######## design 1 ########
Figure 1. Met1 routing (design 1).
Drawn at 6 px/um.
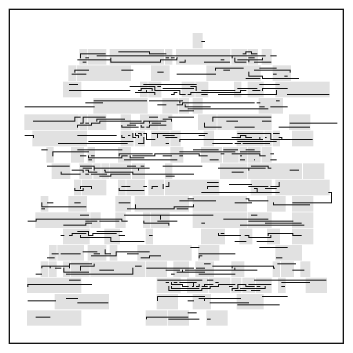
`config.mk`:
```
export PLATFORM = sky130hd
export DESIGN_NAME = decoder_scan_ctrl
export DESIGN_NICKNAME = d
export VERILOG_FILES = /design/src/rtl/decoder_scan_pkg.sv /design/src/rtl/decoder_scan_ctrl_next_idx.sv /design/src/rtl/decoder_scan_ctrl.sv
export SDC_FILE = /design/constraint.sdc
export NUM_CORES = 1
export LEC_CHECK = 0
export CELL_PAD_IN_SITES_DETAIL_PLACEMENT = 0
export CELL_PAD_IN_SITES_GLOBAL_PLACEMENT = 1
export CORE_MARGIN = 2
export CORE_UTILIZATION = 45
export CTS_CLUSTER_DIAMETER = 30
export DETAILED_ROUTE_END_ITERATION = 12
export PLACE_DENSITY_LB_ADDON = 0.1
export SYNTH_ARGS = -nofsm -noshare
export SYNTH_HDL_FRONTEND = slang
export SYNTH_HIERARCHICAL = 1
export SYNTH_SLANG_ARGS = --single-unit
```
`constraint.sdc`:
```
create_clock -name clk -period 4.91 [get_ports clk]
set_input_delay 0.982 -clock clk [delete_from_list [all_inputs] [get_ports clk]]
set_output_delay 0.982 -clock clk [all_outputs]
set_load 0.02 [all_outputs]
```
`src/rtl/decoder_scan_pkg.sv`:
```
// Purpose: shared types and constants for the decoder channel scanner.
// Latency: n/a (types only).
// Backpressure: n/a.
// Contents: scan FSM state enum, channel count, select index width.
package decoder_scan_pkg;

    localparam int NUM_CH = 4;
    localparam int IDX_W  = 2;

    // BLANK is only ever entered when DECODER_SCAN_BLANK_EN is defined.
    typedef enum logic [1:0] {
        IDLE   = 2'd0,
        ACTIVE = 2'd1,
        BLANK  = 2'd2
    } state_t;

endpackage

```
`src/rtl/decoder_scan_ctrl_next_idx.sv`:
```
// Purpose: rotating-priority picker, first enabled channel after sel (circular).
// Latency: combinational, zero cycles.
// Backpressure: none; pure function of its inputs.
// Ports: sel (current index), mask (channel enables) -> next (chosen index),
//        wrap (next <= sel, i.e. the search passed channel 3).
module scan_next_idx
    import decoder_scan_pkg::*;
(
    input  logic [IDX_W-1:0]  sel,
    input  logic [NUM_CH-1:0] mask,
    output logic [IDX_W-1:0]  next,
    output logic              wrap
);

    logic [IDX_W-1:0] cand;
    logic             found;

    // Offsets 1..NUM_CH: the last offset lands back on sel itself, so a
    // single-channel mask reselects the same channel and reports a wrap.
    always_comb begin
        next  = sel;
        cand  = sel;
        found = 1'b0;
        for (int i = 1; i <= NUM_CH; i++) begin
            cand = sel + IDX_W'(i);
            if (!found && mask[cand]) begin
                next  = cand;
                found = 1'b1;
            end
        end
        wrap = (next <= sel);
    end

endmodule

```
`src/rtl/decoder_scan_ctrl.sv`:
```
// Purpose: round-robin select sequencer for the 2-to-4 decoder (auto dwell or manual step).
// Latency: 1 cycle from sampled en/step/dwell end to registered sel/sel_valid/wrap.
// Backpressure: none; downstream decodes sel only while sel_valid is high.
// Ports: clk, rst_n (async active-low), en, mode (0 auto / 1 manual), step, mask[3:0]
//        -> sel[1:0], sel_valid, wrap. Optional blanking: DECODER_SCAN_BLANK_EN.
module decoder_scan_ctrl
    import decoder_scan_pkg::*;
#(
    parameter int PRESCALE  = 50000,
    parameter int BLANK_CYC = 4,
    parameter int CNT_W     = 16
) (
    input  logic              clk,
    input  logic              rst_n,
    input  logic              en,
    input  logic              mode,
    input  logic              step,
    input  logic [NUM_CH-1:0] mask,
    output logic [IDX_W-1:0]  sel,
    output logic              sel_valid,
    output logic              wrap
);

    localparam logic [CNT_W-1:0] DWELL_LAST = CNT_W'(PRESCALE - 1);

    state_t           state, state_nxt;
    logic [CNT_W-1:0] cnt, cnt_nxt;
    logic [IDX_W-1:0] sel_nxt;
    logic             valid_nxt, wrap_nxt;
    logic             mode_q;

    logic [IDX_W-1:0] pick_in, pick_idx;
    logic             pick_wrap;
    logic             go, mode_chg, adv;

`ifdef DECODER_SCAN_BLANK_EN
    localparam logic [7:0] BLANK_LAST = 8'(BLANK_CYC - 1);
    logic [7:0] bcnt, bcnt_nxt;
`endif

    // From IDLE, searching after the last channel yields the lowest set bit.
    assign pick_in  = (state == IDLE) ? IDX_W'(NUM_CH - 1) : sel;
    assign go       = en && (mask != '0);
    assign mode_chg = (mode != mode_q);
    // A mode change restarts the dwell, so it can never complete on that edge.
    assign adv      = mode ? step : (!mode_chg && (cnt == DWELL_LAST));

    scan_next_idx u_next_idx (
        .sel  (pick_in),
        .mask (mask),
        .next (pick_idx),
        .wrap (pick_wrap)
    );

    always_comb begin
        state_nxt = state;
        cnt_nxt   = cnt;
        sel_nxt   = sel;
        valid_nxt = sel_valid;
        wrap_nxt  = 1'b0;
`ifdef DECODER_SCAN_BLANK_EN
        bcnt_nxt  = bcnt;
`endif
        if (!go) begin
            // Disable (or empty mask) beats any pending advance.
            state_nxt = IDLE;
            cnt_nxt   = '0;
            valid_nxt = 1'b0;
        end else begin
            case (state)
                IDLE: begin
                    state_nxt = ACTIVE;
                    sel_nxt   = pick_idx;
                    valid_nxt = 1'b1;
                    cnt_nxt   = '0;
                end
                ACTIVE: begin
                    if (adv) begin
                        sel_nxt  = pick_idx;
                        wrap_nxt = pick_wrap;
                        cnt_nxt  = '0;
`ifdef DECODER_SCAN_BLANK_EN
                        state_nxt = BLANK;
                        valid_nxt = 1'b0;
                        bcnt_nxt  = '0;
`endif
                    end else if (mode || mode_chg) begin
                        cnt_nxt = '0;
                    end else begin
                        cnt_nxt = cnt + 1'b1;
                    end
                end
`ifdef DECODER_SCAN_BLANK_EN
                BLANK: begin
                    // Steps are ignored here; the dwell restarts on return.
                    cnt_nxt = '0;
                    if (bcnt == BLANK_LAST) begin
                        state_nxt = ACTIVE;
                        valid_nxt = 1'b1;
                    end else begin
                        bcnt_nxt = bcnt + 1'b1;
                    end
                end
`endif
                default: begin
                    state_nxt = IDLE;
                    cnt_nxt   = '0;
                    valid_nxt = 1'b0;
                end
            endcase
        end
    end

    always_ff @(posedge clk or negedge rst_n) begin
        if (!rst_n) begin
            state     <= IDLE;
            cnt       <= '0;
            sel       <= '0;
            sel_valid <= 1'b0;
            wrap      <= 1'b0;
            mode_q    <= 1'b0;
        end else begin
            state     <= state_nxt;
            cnt       <= cnt_nxt;
            sel       <= sel_nxt;
            sel_valid <= valid_nxt;
            wrap      <= wrap_nxt;
            mode_q    <= mode;
        end
    end

`ifdef DECODER_SCAN_BLANK_EN
    always_ff @(posedge clk or negedge rst_n) begin
        if (!rst_n) begin
            bcnt <= '0;
        end else begin
            bcnt <= bcnt_nxt;
        end
    end
`endif

endmodule

```
==> deck_impl_summary.md <==
Physical Implementation Snapshot

Critical path
  – Crit path capture type: flop
  – Worst EP arrival: 3.01 ns
  – Launching point of the worst reg2reg path: mode_q$_DFF_PN0_
  – Crit path max-delay family: AND-OR/OR-AND gates
  – Critical path depth: 7

Power and ir drop
  – Cell leakage power: 0.000552 uW
  – Internal Power: 252 uW
  – Logic pwr share: 23.2%

Final timing
  – Worst-Margin Slew: 0.968 ns
  – Final min period: 2.85 ns
  – Crit share post-route: 58.1%
  – Setup violators final: 0

Clocking
  – Clk buf depth: 2

Finish
  – Non-clock buffer share: 8.84%
  – P&R area growth vs syn: 14.2%
  – Comb area share: 46.3%

Worst hold path
  – Worst hold start: cnt[0]$_DFF_PN0_
  – Hold Path Depth: 1

Yosys
  – Top cells by count, synth: dfrtp_1 (21), nor2_1 (14), nand2_1 (7)
  – Post-Synth Adder-Cell Area: 4.21%
  – Post-synth regs: 21
  – Most frequent cell after synthesis: dfrtp_1
  – Number of enable flip-flop cells: 0

Route
  – Post-route DRC: 0
  – Final ANT Viol Nets: 0

GRT
  – Global Route met2 Usage: 25.0%

Floorplan
  – N_taps: 30
  – Die X: 55.4 um

Run status
  – Status: completed

Flow run
  – Max Cap Violations: 0
Notes on Figure 1 above:
- main direction: horizontal
- wire length on this layer: 1140 um
- share of all routed wire: 49%
Global Route met1 Usage: 24.7%
Post-Route WL: 2310 um
DR vias: 923

==> through the flow <==
step           instances  hold WS [ns]  power (uW)  area, sq um
2_1_floorplan        118         0.473         241         1190
6_report             162         0.527         349         1360
3_3_place_gp         158         0.501         268         1330
3_5_place_dp         158         0.519         272         1330
5_1_grt              162         0.543         373         1360
4_1_cts              162         0.535         356         1360
==> state kept, by name, indices dropped and copies added, names as in the netlist <==
name and count:
cnt 16, sel_valid 1, mode_q 1, wrap 1, sel 2

######## design 2 ########
[src/rtl/decode_pkg.sv]
// ---------------------------------------------------------------------------
// decode_pkg
// Shared definitions for the decode stage.
// - Field widths: opcode (OPW) and register index (RW).
// - Jump opcode constants.
// - Bit position of the IMM flag in an opcode word.
// - The FSM state encoding.
// ---------------------------------------------------------------------------
package decode_pkg;

    localparam int OPW = 5;
    localparam int RW  = 3;

    localparam logic [4:0] OP_JZ  = 5'b11100;
    localparam logic [4:0] OP_JN  = 5'b11101;
    localparam logic [4:0] OP_JC  = 5'b11110;
    localparam logic [4:0] OP_JMP = 5'b11111;

    localparam int IMM_BIT = 0;

    // 2'd3 is never entered; the next-state logic sends it back to S_OP.
    typedef enum logic [1:0] {
        S_OP    = 2'd0,
        S_IMM   = 2'd1,
        S_FLUSH = 2'd2
    } state_t;

endpackage

[src/rtl/decode_stage_jump_resolver.sv]
// ---------------------------------------------------------------------------
// jump_resolver
// Combinational jump classification for the decode stage.
//
// Ports:
//   i_opcode  - opcode field of the word on Instr
//   i_zf      - zero flag
//   i_nf      - negative flag
//   i_cf      - carry flag
//   o_is_jump - opcode is one of JZ/JN/JC/JMP
//   o_taken   - the jump redirects (JMP always, Jx on its flag)
// ---------------------------------------------------------------------------
import decode_pkg::*;

module jump_resolver #(
    parameter int OPW = decode_pkg::OPW
) (
    input  logic [OPW-1:0] i_opcode,
    input  logic           i_zf,
    input  logic           i_nf,
    input  logic           i_cf,
    output logic           o_is_jump,
    output logic           o_taken
);

    always_comb begin
        o_is_jump = 1'b0;
        o_taken   = 1'b0;
        case (i_opcode)
            OP_JZ:  begin o_is_jump = 1'b1; o_taken = i_zf; end
            OP_JN:  begin o_is_jump = 1'b1; o_taken = i_nf; end
            OP_JC:  begin o_is_jump = 1'b1; o_taken = i_cf; end
            OP_JMP: begin o_is_jump = 1'b1; o_taken = 1'b1; end
            default: begin
                o_is_jump = 1'b0;
                o_taken   = 1'b0;
            end
        endcase
    end

endmodule

[src/rtl/decode_stage.sv]
// ---------------------------------------------------------------------------
// decode_stage
// Consumer end of the instruction-fetch stream.
// - Assembles one- and two-word instructions into decoded fields.
// - Resolves jumps and drives the redirect pulse and target back to fetch.
// - Discards the single wrong-path word that follows a taken jump.
//
// Ports:
//   Clk       - rising-edge clock
//   Rst       - synchronous active-high reset
//   Instr     - 16-bit word from fetch
//   Stall     - hazard hold; freezes the block for the cycle
//   RdstData  - register value of Instr's Rdst field (the jump target)
//   Zf/Nf/Cf  - condition flags, sampled with the jump word
//   Valid     - decoded fields form a complete instruction
//   Opcode    - opcode field
//   Rsrc      - source register field
//   Rdst      - destination register field
//   Imm       - immediate word (0 for single-word instructions)
//   JmpTaken  - one-cycle redirect pulse
//   JmpTarget - redirect PC, meaningful while JmpTaken=1
//   DbgState  - current FSM state, for observation only
//
// Handshake: there is no backpressure toward fetch. Valid is a one-cycle
// qualifier; whenever Valid=1 the register-read stage must take Opcode,
// Rsrc, Rdst and Imm that cycle. Stall only freezes this block.
// All outputs are registered.
// ---------------------------------------------------------------------------
import decode_pkg::*;

module decode_stage #(
    parameter int OPW = decode_pkg::OPW,
    parameter int RW  = decode_pkg::RW
) (
    input  logic           Clk,
    input  logic           Rst,
    input  logic [15:0]    Instr,
    input  logic           Stall,
    input  logic [31:0]    RdstData,
    input  logic           Zf,
    input  logic           Nf,
    input  logic           Cf,
    output logic           Valid,
    output logic [OPW-1:0] Opcode,
    output logic [RW-1:0]  Rsrc,
    output logic [RW-1:0]  Rdst,
    output logic [15:0]    Imm,
    output logic           JmpTaken,
    output logic [31:0]    JmpTarget,
    output logic [1:0]     DbgState
);

    state_t         r_state;
    logic           r_valid;
    logic [OPW-1:0] r_opcode;
    logic [RW-1:0]  r_rsrc;
    logic [RW-1:0]  r_rdst;
    logic [15:0]    r_imm;
    logic           r_jmp_taken;
    logic [31:0]    r_jmp_target;

    state_t         w_state_nxt;
    logic           w_valid_nxt;
    logic [OPW-1:0] w_opcode_nxt;
    logic [RW-1:0]  w_rsrc_nxt;
    logic [RW-1:0]  w_rdst_nxt;
    logic [15:0]    w_imm_nxt;
    logic           w_jmp_taken_nxt;
    logic [31:0]    w_jmp_target_nxt;

    logic [OPW-1:0] w_in_opcode;
    logic [RW-1:0]  w_in_rsrc;
    logic [RW-1:0]  w_in_rdst;
    logic           w_in_imm_flag;
    logic           w_is_jump;
    logic           w_taken;

    assign w_in_opcode   = Instr[15:11];
    assign w_in_rsrc     = Instr[10:8];
    assign w_in_rdst     = Instr[7:5];
    assign w_in_imm_flag = Instr[IMM_BIT];

    jump_resolver #(
        .OPW (OPW)
    ) u_jump_resolver (
        .i_opcode  (w_in_opcode),
        .i_zf      (Zf),
        .i_nf      (Nf),
        .i_cf      (Cf),
        .o_is_jump (w_is_jump),
        .o_taken   (w_taken)
    );

    // State register
    always_ff @(posedge Clk) begin
        if (Rst) begin
            r_state <= S_OP;
        end else begin
            r_state <= w_state_nxt;
        end
    end

    // Next state and next output values
    always_comb begin
        w_state_nxt      = r_state;
        w_valid_nxt      = 1'b0;
        w_jmp_taken_nxt  = 1'b0;
        w_opcode_nxt     = r_opcode;
        w_rsrc_nxt       = r_rsrc;
        w_rdst_nxt       = r_rdst;
        w_imm_nxt        = r_imm;
        w_jmp_target_nxt = r_jmp_target;

        // Stall freezes state and fields; pulses drop to 0 by the defaults.
        if (!Stall) begin
            case (r_state)
                S_OP: begin
                    w_opcode_nxt = w_in_opcode;
                    w_rsrc_nxt   = w_in_rsrc;
                    w_rdst_nxt   = w_in_rdst;
                    if (w_is_jump) begin
                        // Jumps are single-word whatever their IMM bit says.
                        w_imm_nxt   = 16'h0000;
                        w_valid_nxt = 1'b1;
                        if (w_taken) begin
                            w_jmp_taken_nxt  = 1'b1;
                            w_jmp_target_nxt = RdstData;
                            w_state_nxt      = S_FLUSH;
                        end
                    end else if (w_in_imm_flag) begin
                        w_state_nxt = S_IMM;
                    end else begin
                        w_imm_nxt   = 16'h0000;
                        w_valid_nxt = 1'b1;
                    end
                end
                S_IMM: begin
                    // Raw data word: never decoded, even if it looks like a jump.
                    w_imm_nxt   = Instr;
                    w_valid_nxt = 1'b1;
                    w_state_nxt = S_OP;
                end
                S_FLUSH: begin
                    w_state_nxt = S_OP;
                end
                default: begin
                    w_state_nxt = S_OP;
                end
            endcase
        end
    end

    // Output registers
    always_ff @(posedge Clk) begin
        if (Rst) begin
            r_valid      <= 1'b0;
            r_opcode     <= '0;
            r_rsrc       <= '0;
            r_rdst       <= '0;
            r_imm        <= 16'h0000;
            r_jmp_taken  <= 1'b0;
            r_jmp_target <= 32'h0000_0000;
        end else begin
            r_valid      <= w_valid_nxt;
            r_opcode     <= w_opcode_nxt;
            r_rsrc       <= w_rsrc_nxt;
            r_rdst       <= w_rdst_nxt;
            r_imm        <= w_imm_nxt;
            r_jmp_taken  <= w_jmp_taken_nxt;
            r_jmp_target <= w_jmp_target_nxt;
        end
    end

    assign Valid     = r_valid;
    assign Opcode    = r_opcode;
    assign Rsrc      = r_rsrc;
    assign Rdst      = r_rdst;
    assign Imm       = r_imm;
    assign JmpTaken  = r_jmp_taken;
    assign JmpTarget = r_jmp_target;
    assign DbgState  = r_state;

endmodule

[config.mk]
export PLATFORM = sky130hd
export DESIGN_NAME = decode_stage
export DESIGN_NICKNAME = d
export VERILOG_FILES = /design/src/rtl/decode_pkg.sv /design/src/rtl/decode_stage_jump_resolver.sv /design/src/rtl/decode_stage.sv
export SDC_FILE = /design/constraint.sdc
export NUM_CORES = 1
export LEC_CHECK = 0
export CORE_MARGIN = 4
export CORE_UTILIZATION = 37
export CTS_CLUSTER_DIAMETER = 100
export CTS_CLUSTER_SIZE = 40
export DETAILED_ROUTE_END_ITERATION = 8
export PLACE_DENSITY = 0.76
export SLEW_MARGIN = 25
export SYNTH_ARGS = -nofsm -noshare
export SYNTH_HDL_FRONTEND = slang
export SYNTH_SLANG_ARGS = --single-unit
[constraint.sdc]
create_clock -name Clk -period 1.6 [get_ports Clk]
set_clock_uncertainty 0.1 [all_clocks]
set_input_delay 0.16 -clock Clk [delete_from_list [all_inputs] [get_ports Clk]]
set_output_delay 0.16 -clock Clk [all_outputs]
set_load 0.1 [all_outputs]
Figure 2. Metal 3 (design 2).
Drawn at 3 px/um.
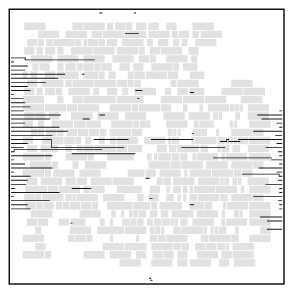
- share of all routed wire: 8.1%
- wire length on this layer: 592 um

==> deck_impl_summary.md <==
Physical Implementation Snapshot

Yosys
  – # Cells Yosys: 263
  – Cell Area, Synth: 2550 sq um
  – Ys async rst share: 0%
  – Post-synth cell types: 22

Finish
  – Dominant logic cell type in the layout: buf_12
  – Nets: 447
  – Most frequent cells in the layout: buf_12 (67), nand2b_1 (64), dfxtp_1 (61)
  – Comb area share: 24.8%

Route
  – Highest metal used: met4
  – WL met2: 3480 um

Worst hold path
  – Hold Crit Class: in -> reg

Clocking
  – Skew-Pair Late Insertion Delay: 0.33 ns
  – Clk buf depth: 2
  – Post-CTS Hold Buffers: 0

Power and ir drop
  – Max power group: registers
  – Combinational cell power: 851 uW
  – Peak supply drop: 475 uV
  – Psw: 1100 uW

Critical path
  – Crit Path Max Fanout: 8
  – Reg2Reg Setup Slack: 0.10 ns
  – Crit path capture type: flop

Final timing
  – Final min period: 1.53 ns
  – Setup violators final: 0
  – Slew Limit Fails: 0
  – Final worst slack: 0.0684 ns
  – Worst hold margin: 0.262 ns

Placed design
  – Area after DPL: 4490 sq um

Floorplan
  – Die X: 91.1 um

GRT
  – Total grt overflow: 0

Run status
  – Status: completed
Figure 3. Congestion heat map (design 2).
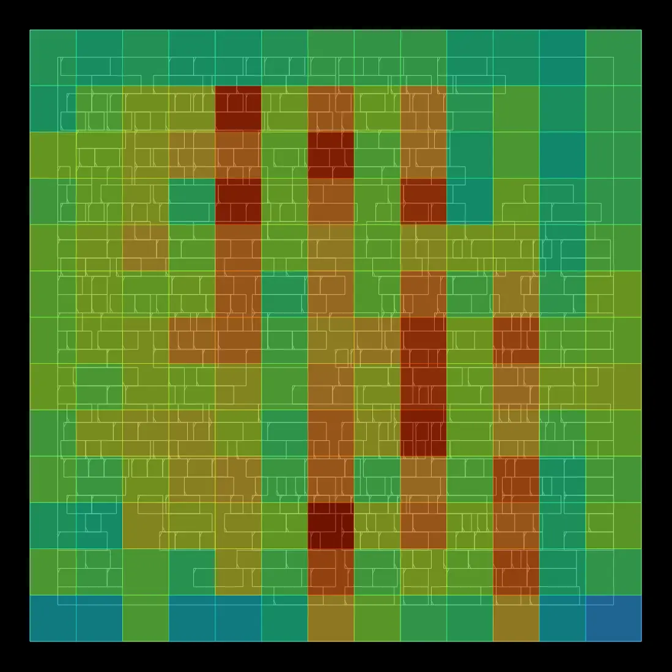
Global Route met1 Usage: 19.1%
wire per inst: 15.2 um
Post-Route Utilization: 71.3%
met3 Use GR: 5.72%
gr usage total: 16.7%

==> path summary, 6_finish.rpt <==
path	cells past startpoint	end	from
min reg2reg	2	Rdst[0]$_SDFFE_PP0P_	Rdst[0]$_SDFFE_PP0P_
max reg2reg	6	JmpTarget[18]$_SDFFE_PP0P_	DbgState[1]$_SDFFE_PP0P_
max	6	JmpTarget[18]$_SDFFE_PP0P_	Instr[11]
min	3	JmpTarget[9]$_SDFFE_PP0P_	Rst
==> critical path, cell delays in order <==
cell and delay (ns):
clkdlybuf4s50_1 0.52, nor3b_1 0.44, nor3_4 0.09, buf_12 0.15, clkbuf_16 0.16, mux2i_1 0.12

######## design 3 ########
$ cat config.mk
export PLATFORM = sky130hd
export DESIGN_NAME = cpu_sequencer
export DESIGN_NICKNAME = d
export VERILOG_FILES = /design/src/rtl/cpu_pkg.sv /design/src/rtl/ret_stack_tracker.sv /design/src/rtl/cpu_sequencer.sv
export SDC_FILE = /design/constraint.sdc
export NUM_CORES = 1
export LEC_CHECK = 0
export CAP_MARGIN = 0
export CORE_MARGIN = 1
export CORE_UTILIZATION = 49
export CTS_CLUSTER_DIAMETER = 150
export DETAILED_ROUTE_END_ITERATION = 6
export PLACE_DENSITY_LB_ADDON = 0.15
export SYNTH_ARGS = -nofsm -noshare
export SYNTH_HDL_FRONTEND = slang
export SYNTH_SLANG_ARGS = --single-unit
$ cat constraint.sdc
create_clock -name clk -period 5.2 [get_ports clk]
set_clock_uncertainty 0.2 [all_clocks]
set_input_delay 0.52 -clock clk [delete_from_list [all_inputs] [get_ports clk]]
set_output_delay 0.52 -clock clk [all_outputs]
set_load 0.02 [all_outputs]
$ cat src/rtl/cpu_pkg.sv
// Shared CPU definitions: opcodes, decoder phase encodings, fault codes and sequencer states.
package cpu_pkg;

  localparam logic [4:0] OpStp = 5'b00000;
  localparam logic [4:0] OpJmp = 5'b00001;
  localparam logic [4:0] OpSta = 5'b00010;
  localparam logic [4:0] OpLda = 5'b00011;
  localparam logic [4:0] OpJms = 5'b00100;
  localparam logic [4:0] OpBbl = 5'b00101;

  // Four-bit prefixes; the low opcode bit is an operand select.
  localparam logic [3:0] PfxJeq = 4'b1100;
  localparam logic [3:0] PfxMul = 4'b1101;
  localparam logic [3:0] PfxLdr = 4'b1110;

  localparam logic [2:0] PhNone  = 3'b000;
  localparam logic [2:0] PhFetch = 3'b001;
  localparam logic [2:0] PhExec1 = 3'b010;
  localparam logic [2:0] PhExec2 = 3'b100;

  typedef enum logic [1:0] {
    FaultNone       = 2'b00,
    FaultOverflow   = 2'b01,
    FaultUnderflow  = 2'b10,
    FaultMulTimeout = 2'b11
  } fault_code_e;

  typedef enum logic [2:0] {
    StIdle,
    StFetch,
    StExec1,
    StMulw,
    StExec2,
    StHalt
  } seq_state_e;

  function automatic logic is_two_phase(input logic [4:0] op);
    return (op == OpLda) || (op[4:1] == PfxLdr);
  endfunction

  function automatic logic is_mul(input logic [4:0] op);
    return op[4:1] == PfxMul;
  endfunction

endpackage

$ cat src/rtl/ret_stack_tracker.sv
// Return-stack occupancy counter with overflow/underflow pre-check on the fetched opcode.
module ret_stack_tracker
  import cpu_pkg::*;
#(
  parameter int unsigned STACK_DEPTH = 4,
  parameter int unsigned DEPTH_W     = 3
) (
  input  logic               clk,
  input  logic               rst,
  input  logic               push,
  input  logic               pop,
  input  logic [4:0]         op,
  output logic [DEPTH_W-1:0] depth,
  output logic               overflow,
  output logic               underflow
);

  logic [DEPTH_W-1:0] depth_q, depth_d;
  logic               full, empty;

  assign full  = (depth_q == DEPTH_W'(STACK_DEPTH));
  assign empty = (depth_q == '0);

  always_comb begin
    depth_d = depth_q;
    if (push && !full) begin
      depth_d = depth_q + 1'b1;
    end else if (pop && !empty) begin
      depth_d = depth_q - 1'b1;
    end
  end

  always_ff @(posedge clk) begin
    if (rst) begin
      depth_q <= '0;
    end else begin
      depth_q <= depth_d;
    end
  end

  assign depth     = depth_q;
  assign overflow  = (op == OpJms) && full;
  assign underflow = (op == OpBbl) && empty;

endmodule

$ cat src/rtl/cpu_sequencer.sv
// Control-state sequencer: one-hot decoder phases, IR latch, fetch/mul wait states, stack faults.
// Define CPU_SEQ_MUL_TIMEOUT_EN to fault (code 11) when the multiplier exceeds MUL_TIMEOUT cycles.
module cpu_sequencer
  import cpu_pkg::*;
#(
  parameter int unsigned STACK_DEPTH = 4,
  parameter int unsigned DEPTH_W     = 3,
  parameter int unsigned MUL_TIMEOUT = 15
) (
  input  logic               clk,
  input  logic               rst,
  input  logic               run,
  input  logic               halt_req,
  output logic               imem_req,
  input  logic               imem_ack,
  input  logic [4:0]         inst_in,
  output logic [4:0]         ir,
  output logic               ir_load,
  output logic [2:0]         state,
  output logic               mul_start,
  input  logic               mul_done,
  output logic [DEPTH_W-1:0] depth,
  output logic               fault,
  output logic [1:0]         fault_code,
  output logic               halted,
  output logic               busy
);

  if ((2 ** DEPTH_W) <= STACK_DEPTH || MUL_TIMEOUT == 0) begin : g_param_chk
    $error("cpu_sequencer: DEPTH_W too narrow for STACK_DEPTH, or MUL_TIMEOUT is zero");
  end

  seq_state_e  state_q, state_d, boundary_st;
  logic [4:0]  ir_q, ir_d;
  logic        fault_q, fault_d;
  fault_code_e code_q, code_d;
  logic        push, pop, overflow, underflow;

  ret_stack_tracker #(
    .STACK_DEPTH(STACK_DEPTH),
    .DEPTH_W    (DEPTH_W)
  ) u_ret_stack (
    .clk      (clk),
    .rst      (rst),
    .push     (push),
    .pop      (pop),
    .op       (inst_in),
    .depth    (depth),
    .overflow (overflow),
    .underflow(underflow)
  );

`ifdef CPU_SEQ_MUL_TIMEOUT_EN
  localparam int unsigned CntW = $clog2(MUL_TIMEOUT + 1);
  logic [CntW-1:0] mul_cnt_q, mul_cnt_d;

  always_comb begin
    mul_cnt_d = '0;
    if (state_q == StMulw && !mul_done) begin
      mul_cnt_d = mul_cnt_q + 1'b1;
    end
  end

  always_ff @(posedge clk) begin
    if (rst) begin
      mul_cnt_q <= '0;
    end else begin
      mul_cnt_q <= mul_cnt_d;
    end
  end
`endif

  always_ff @(posedge clk) begin
    if (rst) begin
      state_q <= StIdle;
      ir_q    <= '0;
      fault_q <= 1'b0;
      code_q  <= FaultNone;
    end else begin
      state_q <= state_d;
      ir_q    <= ir_d;
      fault_q <= fault_d;
      code_q  <= code_d;
    end
  end

  always_comb begin
    state_d     = state_q;
    ir_d        = ir_q;
    fault_d     = fault_q;
    code_d      = code_q;
    boundary_st = halt_req ? StHalt : StFetch;
    unique case (state_q)
      StIdle: if (run) state_d = StFetch;
      StFetch: begin
        if (imem_ack) begin
          ir_d = inst_in;
          if (overflow) begin
            fault_d = 1'b1;
            code_d  = FaultOverflow;
            state_d = StHalt;
          end else if (underflow) begin
            fault_d = 1'b1;
            code_d  = FaultUnderflow;
            state_d = StHalt;
          end else begin
            state_d = StExec1;
          end
        end
      end
      StExec1: begin
        if (is_two_phase(ir_q)) state_d = StExec2;
        else if (is_mul(ir_q))  state_d = StMulw;
        else                    state_d = boundary_st;
      end
      StMulw: begin
        if (mul_done) begin
          state_d = StExec2;
        end
`ifdef CPU_SEQ_MUL_TIMEOUT_EN
        else if (mul_cnt_q == CntW'(MUL_TIMEOUT - 1)) begin
          fault_d = 1'b1;
          code_d  = FaultMulTimeout;
          state_d = StHalt;
        end
`endif
      end
      StExec2: state_d = boundary_st;
      StHalt:  if (run && !fault_q) state_d = StFetch;
      default: state_d = StIdle;
    endcase
  end

  always_comb begin
    imem_req  = (state_q == StFetch);
    ir_load   = (state_q == StFetch) && imem_ack;
    mul_start = (state_q == StExec1) && is_mul(ir_q);
    push      = (state_q == StExec1) && (ir_q == OpJms);
    pop       = (state_q == StExec1) && (ir_q == OpBbl);
    halted    = (state_q == StHalt);
    busy      = (state_q != StIdle) && (state_q != StHalt);
    if (ir_load)                   state = PhFetch;
    else if (state_q == StExec1)   state = PhExec1;
    else if (state_q == StExec2)   state = PhExec2;
    else                           state = PhNone;
  end

  assign ir         = ir_q;
  assign fault      = fault_q;
  assign fault_code = code_q;

endmodule

Figure 4. Congestion heat map (design 3).
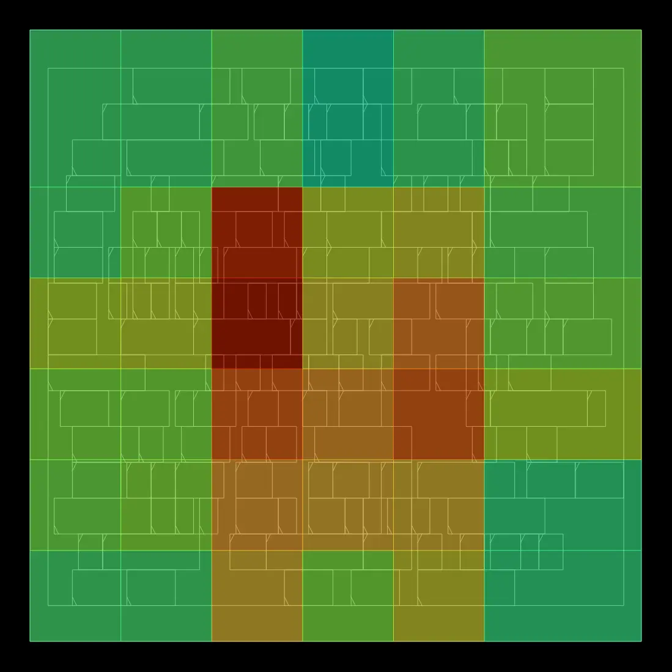
wire per inst: 13.3 um
gr usage total: 24.5%
met3 Use GR: 3.53%

==> where the power goes <==
group          switching [uW]  internal, uW  total [uW]
combinational            39.0          39.4        78.4
sequential               12.6           113         125
clock                    37.1          42.6        79.7
==> critical path: stages, from the launching register on <==
cell             delay, ns
dfxtp_1               0.61
nor3b_4               0.38
nand2_4               0.12
inv_4                 0.12
clkdlybuf4s50_1       0.61
==> metal layers <==
metal	vias up	wire (um)
met1	445	1010
met5	-	0
met4	0	33
met2	29	1160
met3	5	107
li1	499	-
==> registers in the layout (all words and copies together) (netlist names) <==
name / flops
fault: 1
fault_code: 2
ir: 5
state_q: 3
u_ret_stack.depth: 3
==> deck_impl_summary.md <==
Physical Implementation Snapshot

Placed design
  – Buffers on Ports: 29
  – Area after DPL: 1240 sq um
  – Final GP Congestion: 0.853

Yosys
  – Number of enable flip-flop cells: 0
  – Seq/Total Area, Yosys: 29.0%
  – AO/OA Area Share: 23.0%
  – Top cells by count, synth: a21oi_1 (16), nand2_1 (15), dfxtp_1 (14)
  – Mux area share: 1.03%
  – Ys async rst share: 0%

Finish
  – Layout cells sized above 1: 9.46%
  – Comb area: 611 sq um
  – Clkbuf count: 4
  – Flop area: 280 sq um
  – Most frequent cells in the layout: clkdlybuf4s50_1 (29), a21oi_1 (16), nand2_1 (15)
  – Num sequential: 14
  – Post-Layout Cell Count: 173

Final timing
  – Slew Limit Fails: 0
  – Final worst slack: 2.36 ns
  – RSZ-0062 raised after global routing: false
  – Setup TNS: 0 ns

Route
  – DR iter-0 viols: 17
  – Detailed Routing Iterations Pass 1: 4
  – Post-Route WL: 2300 um

Clocking
  – Skew-Pair Late Insertion Delay: 0.28 ns
  – Post-CTS Hold Buffers: 0
  – CTS resizes: 0

Run status
  – Status: completed

Flow run
  – OpenROAD warnings: 26


==> layout pictures side by side <==
Met2 routing.
(a)
Drawn at 10 px/um.
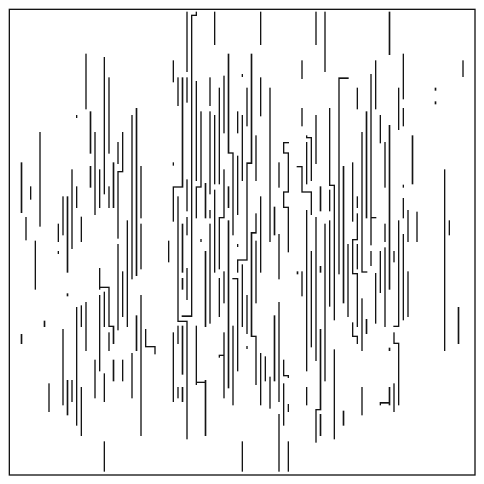
(b)
Drawn at 8 px/um.
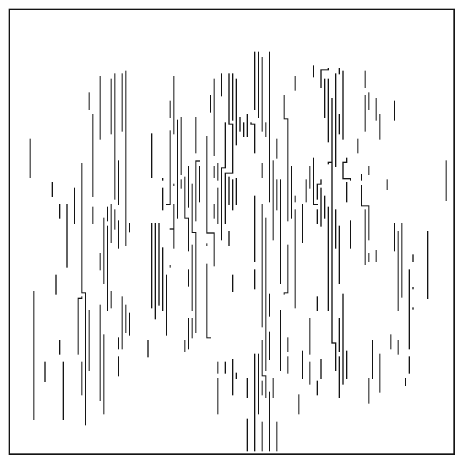
(c)
Drawn at 4 px/um.
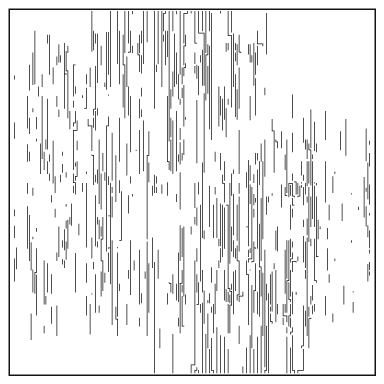
- design 2 = (c)
- design 1 = (b)
- design 3 = (a)
Of these, smallest die: (a)
Of these, largest die: (c)

Key to (a):
- wire length on this layer: 1160 um
- main direction: vertical
- longest straight run: 30.1 um
- share of all routed wire: 50%

Power figures rest on the tool's default switching activity, not on a simulated workload.
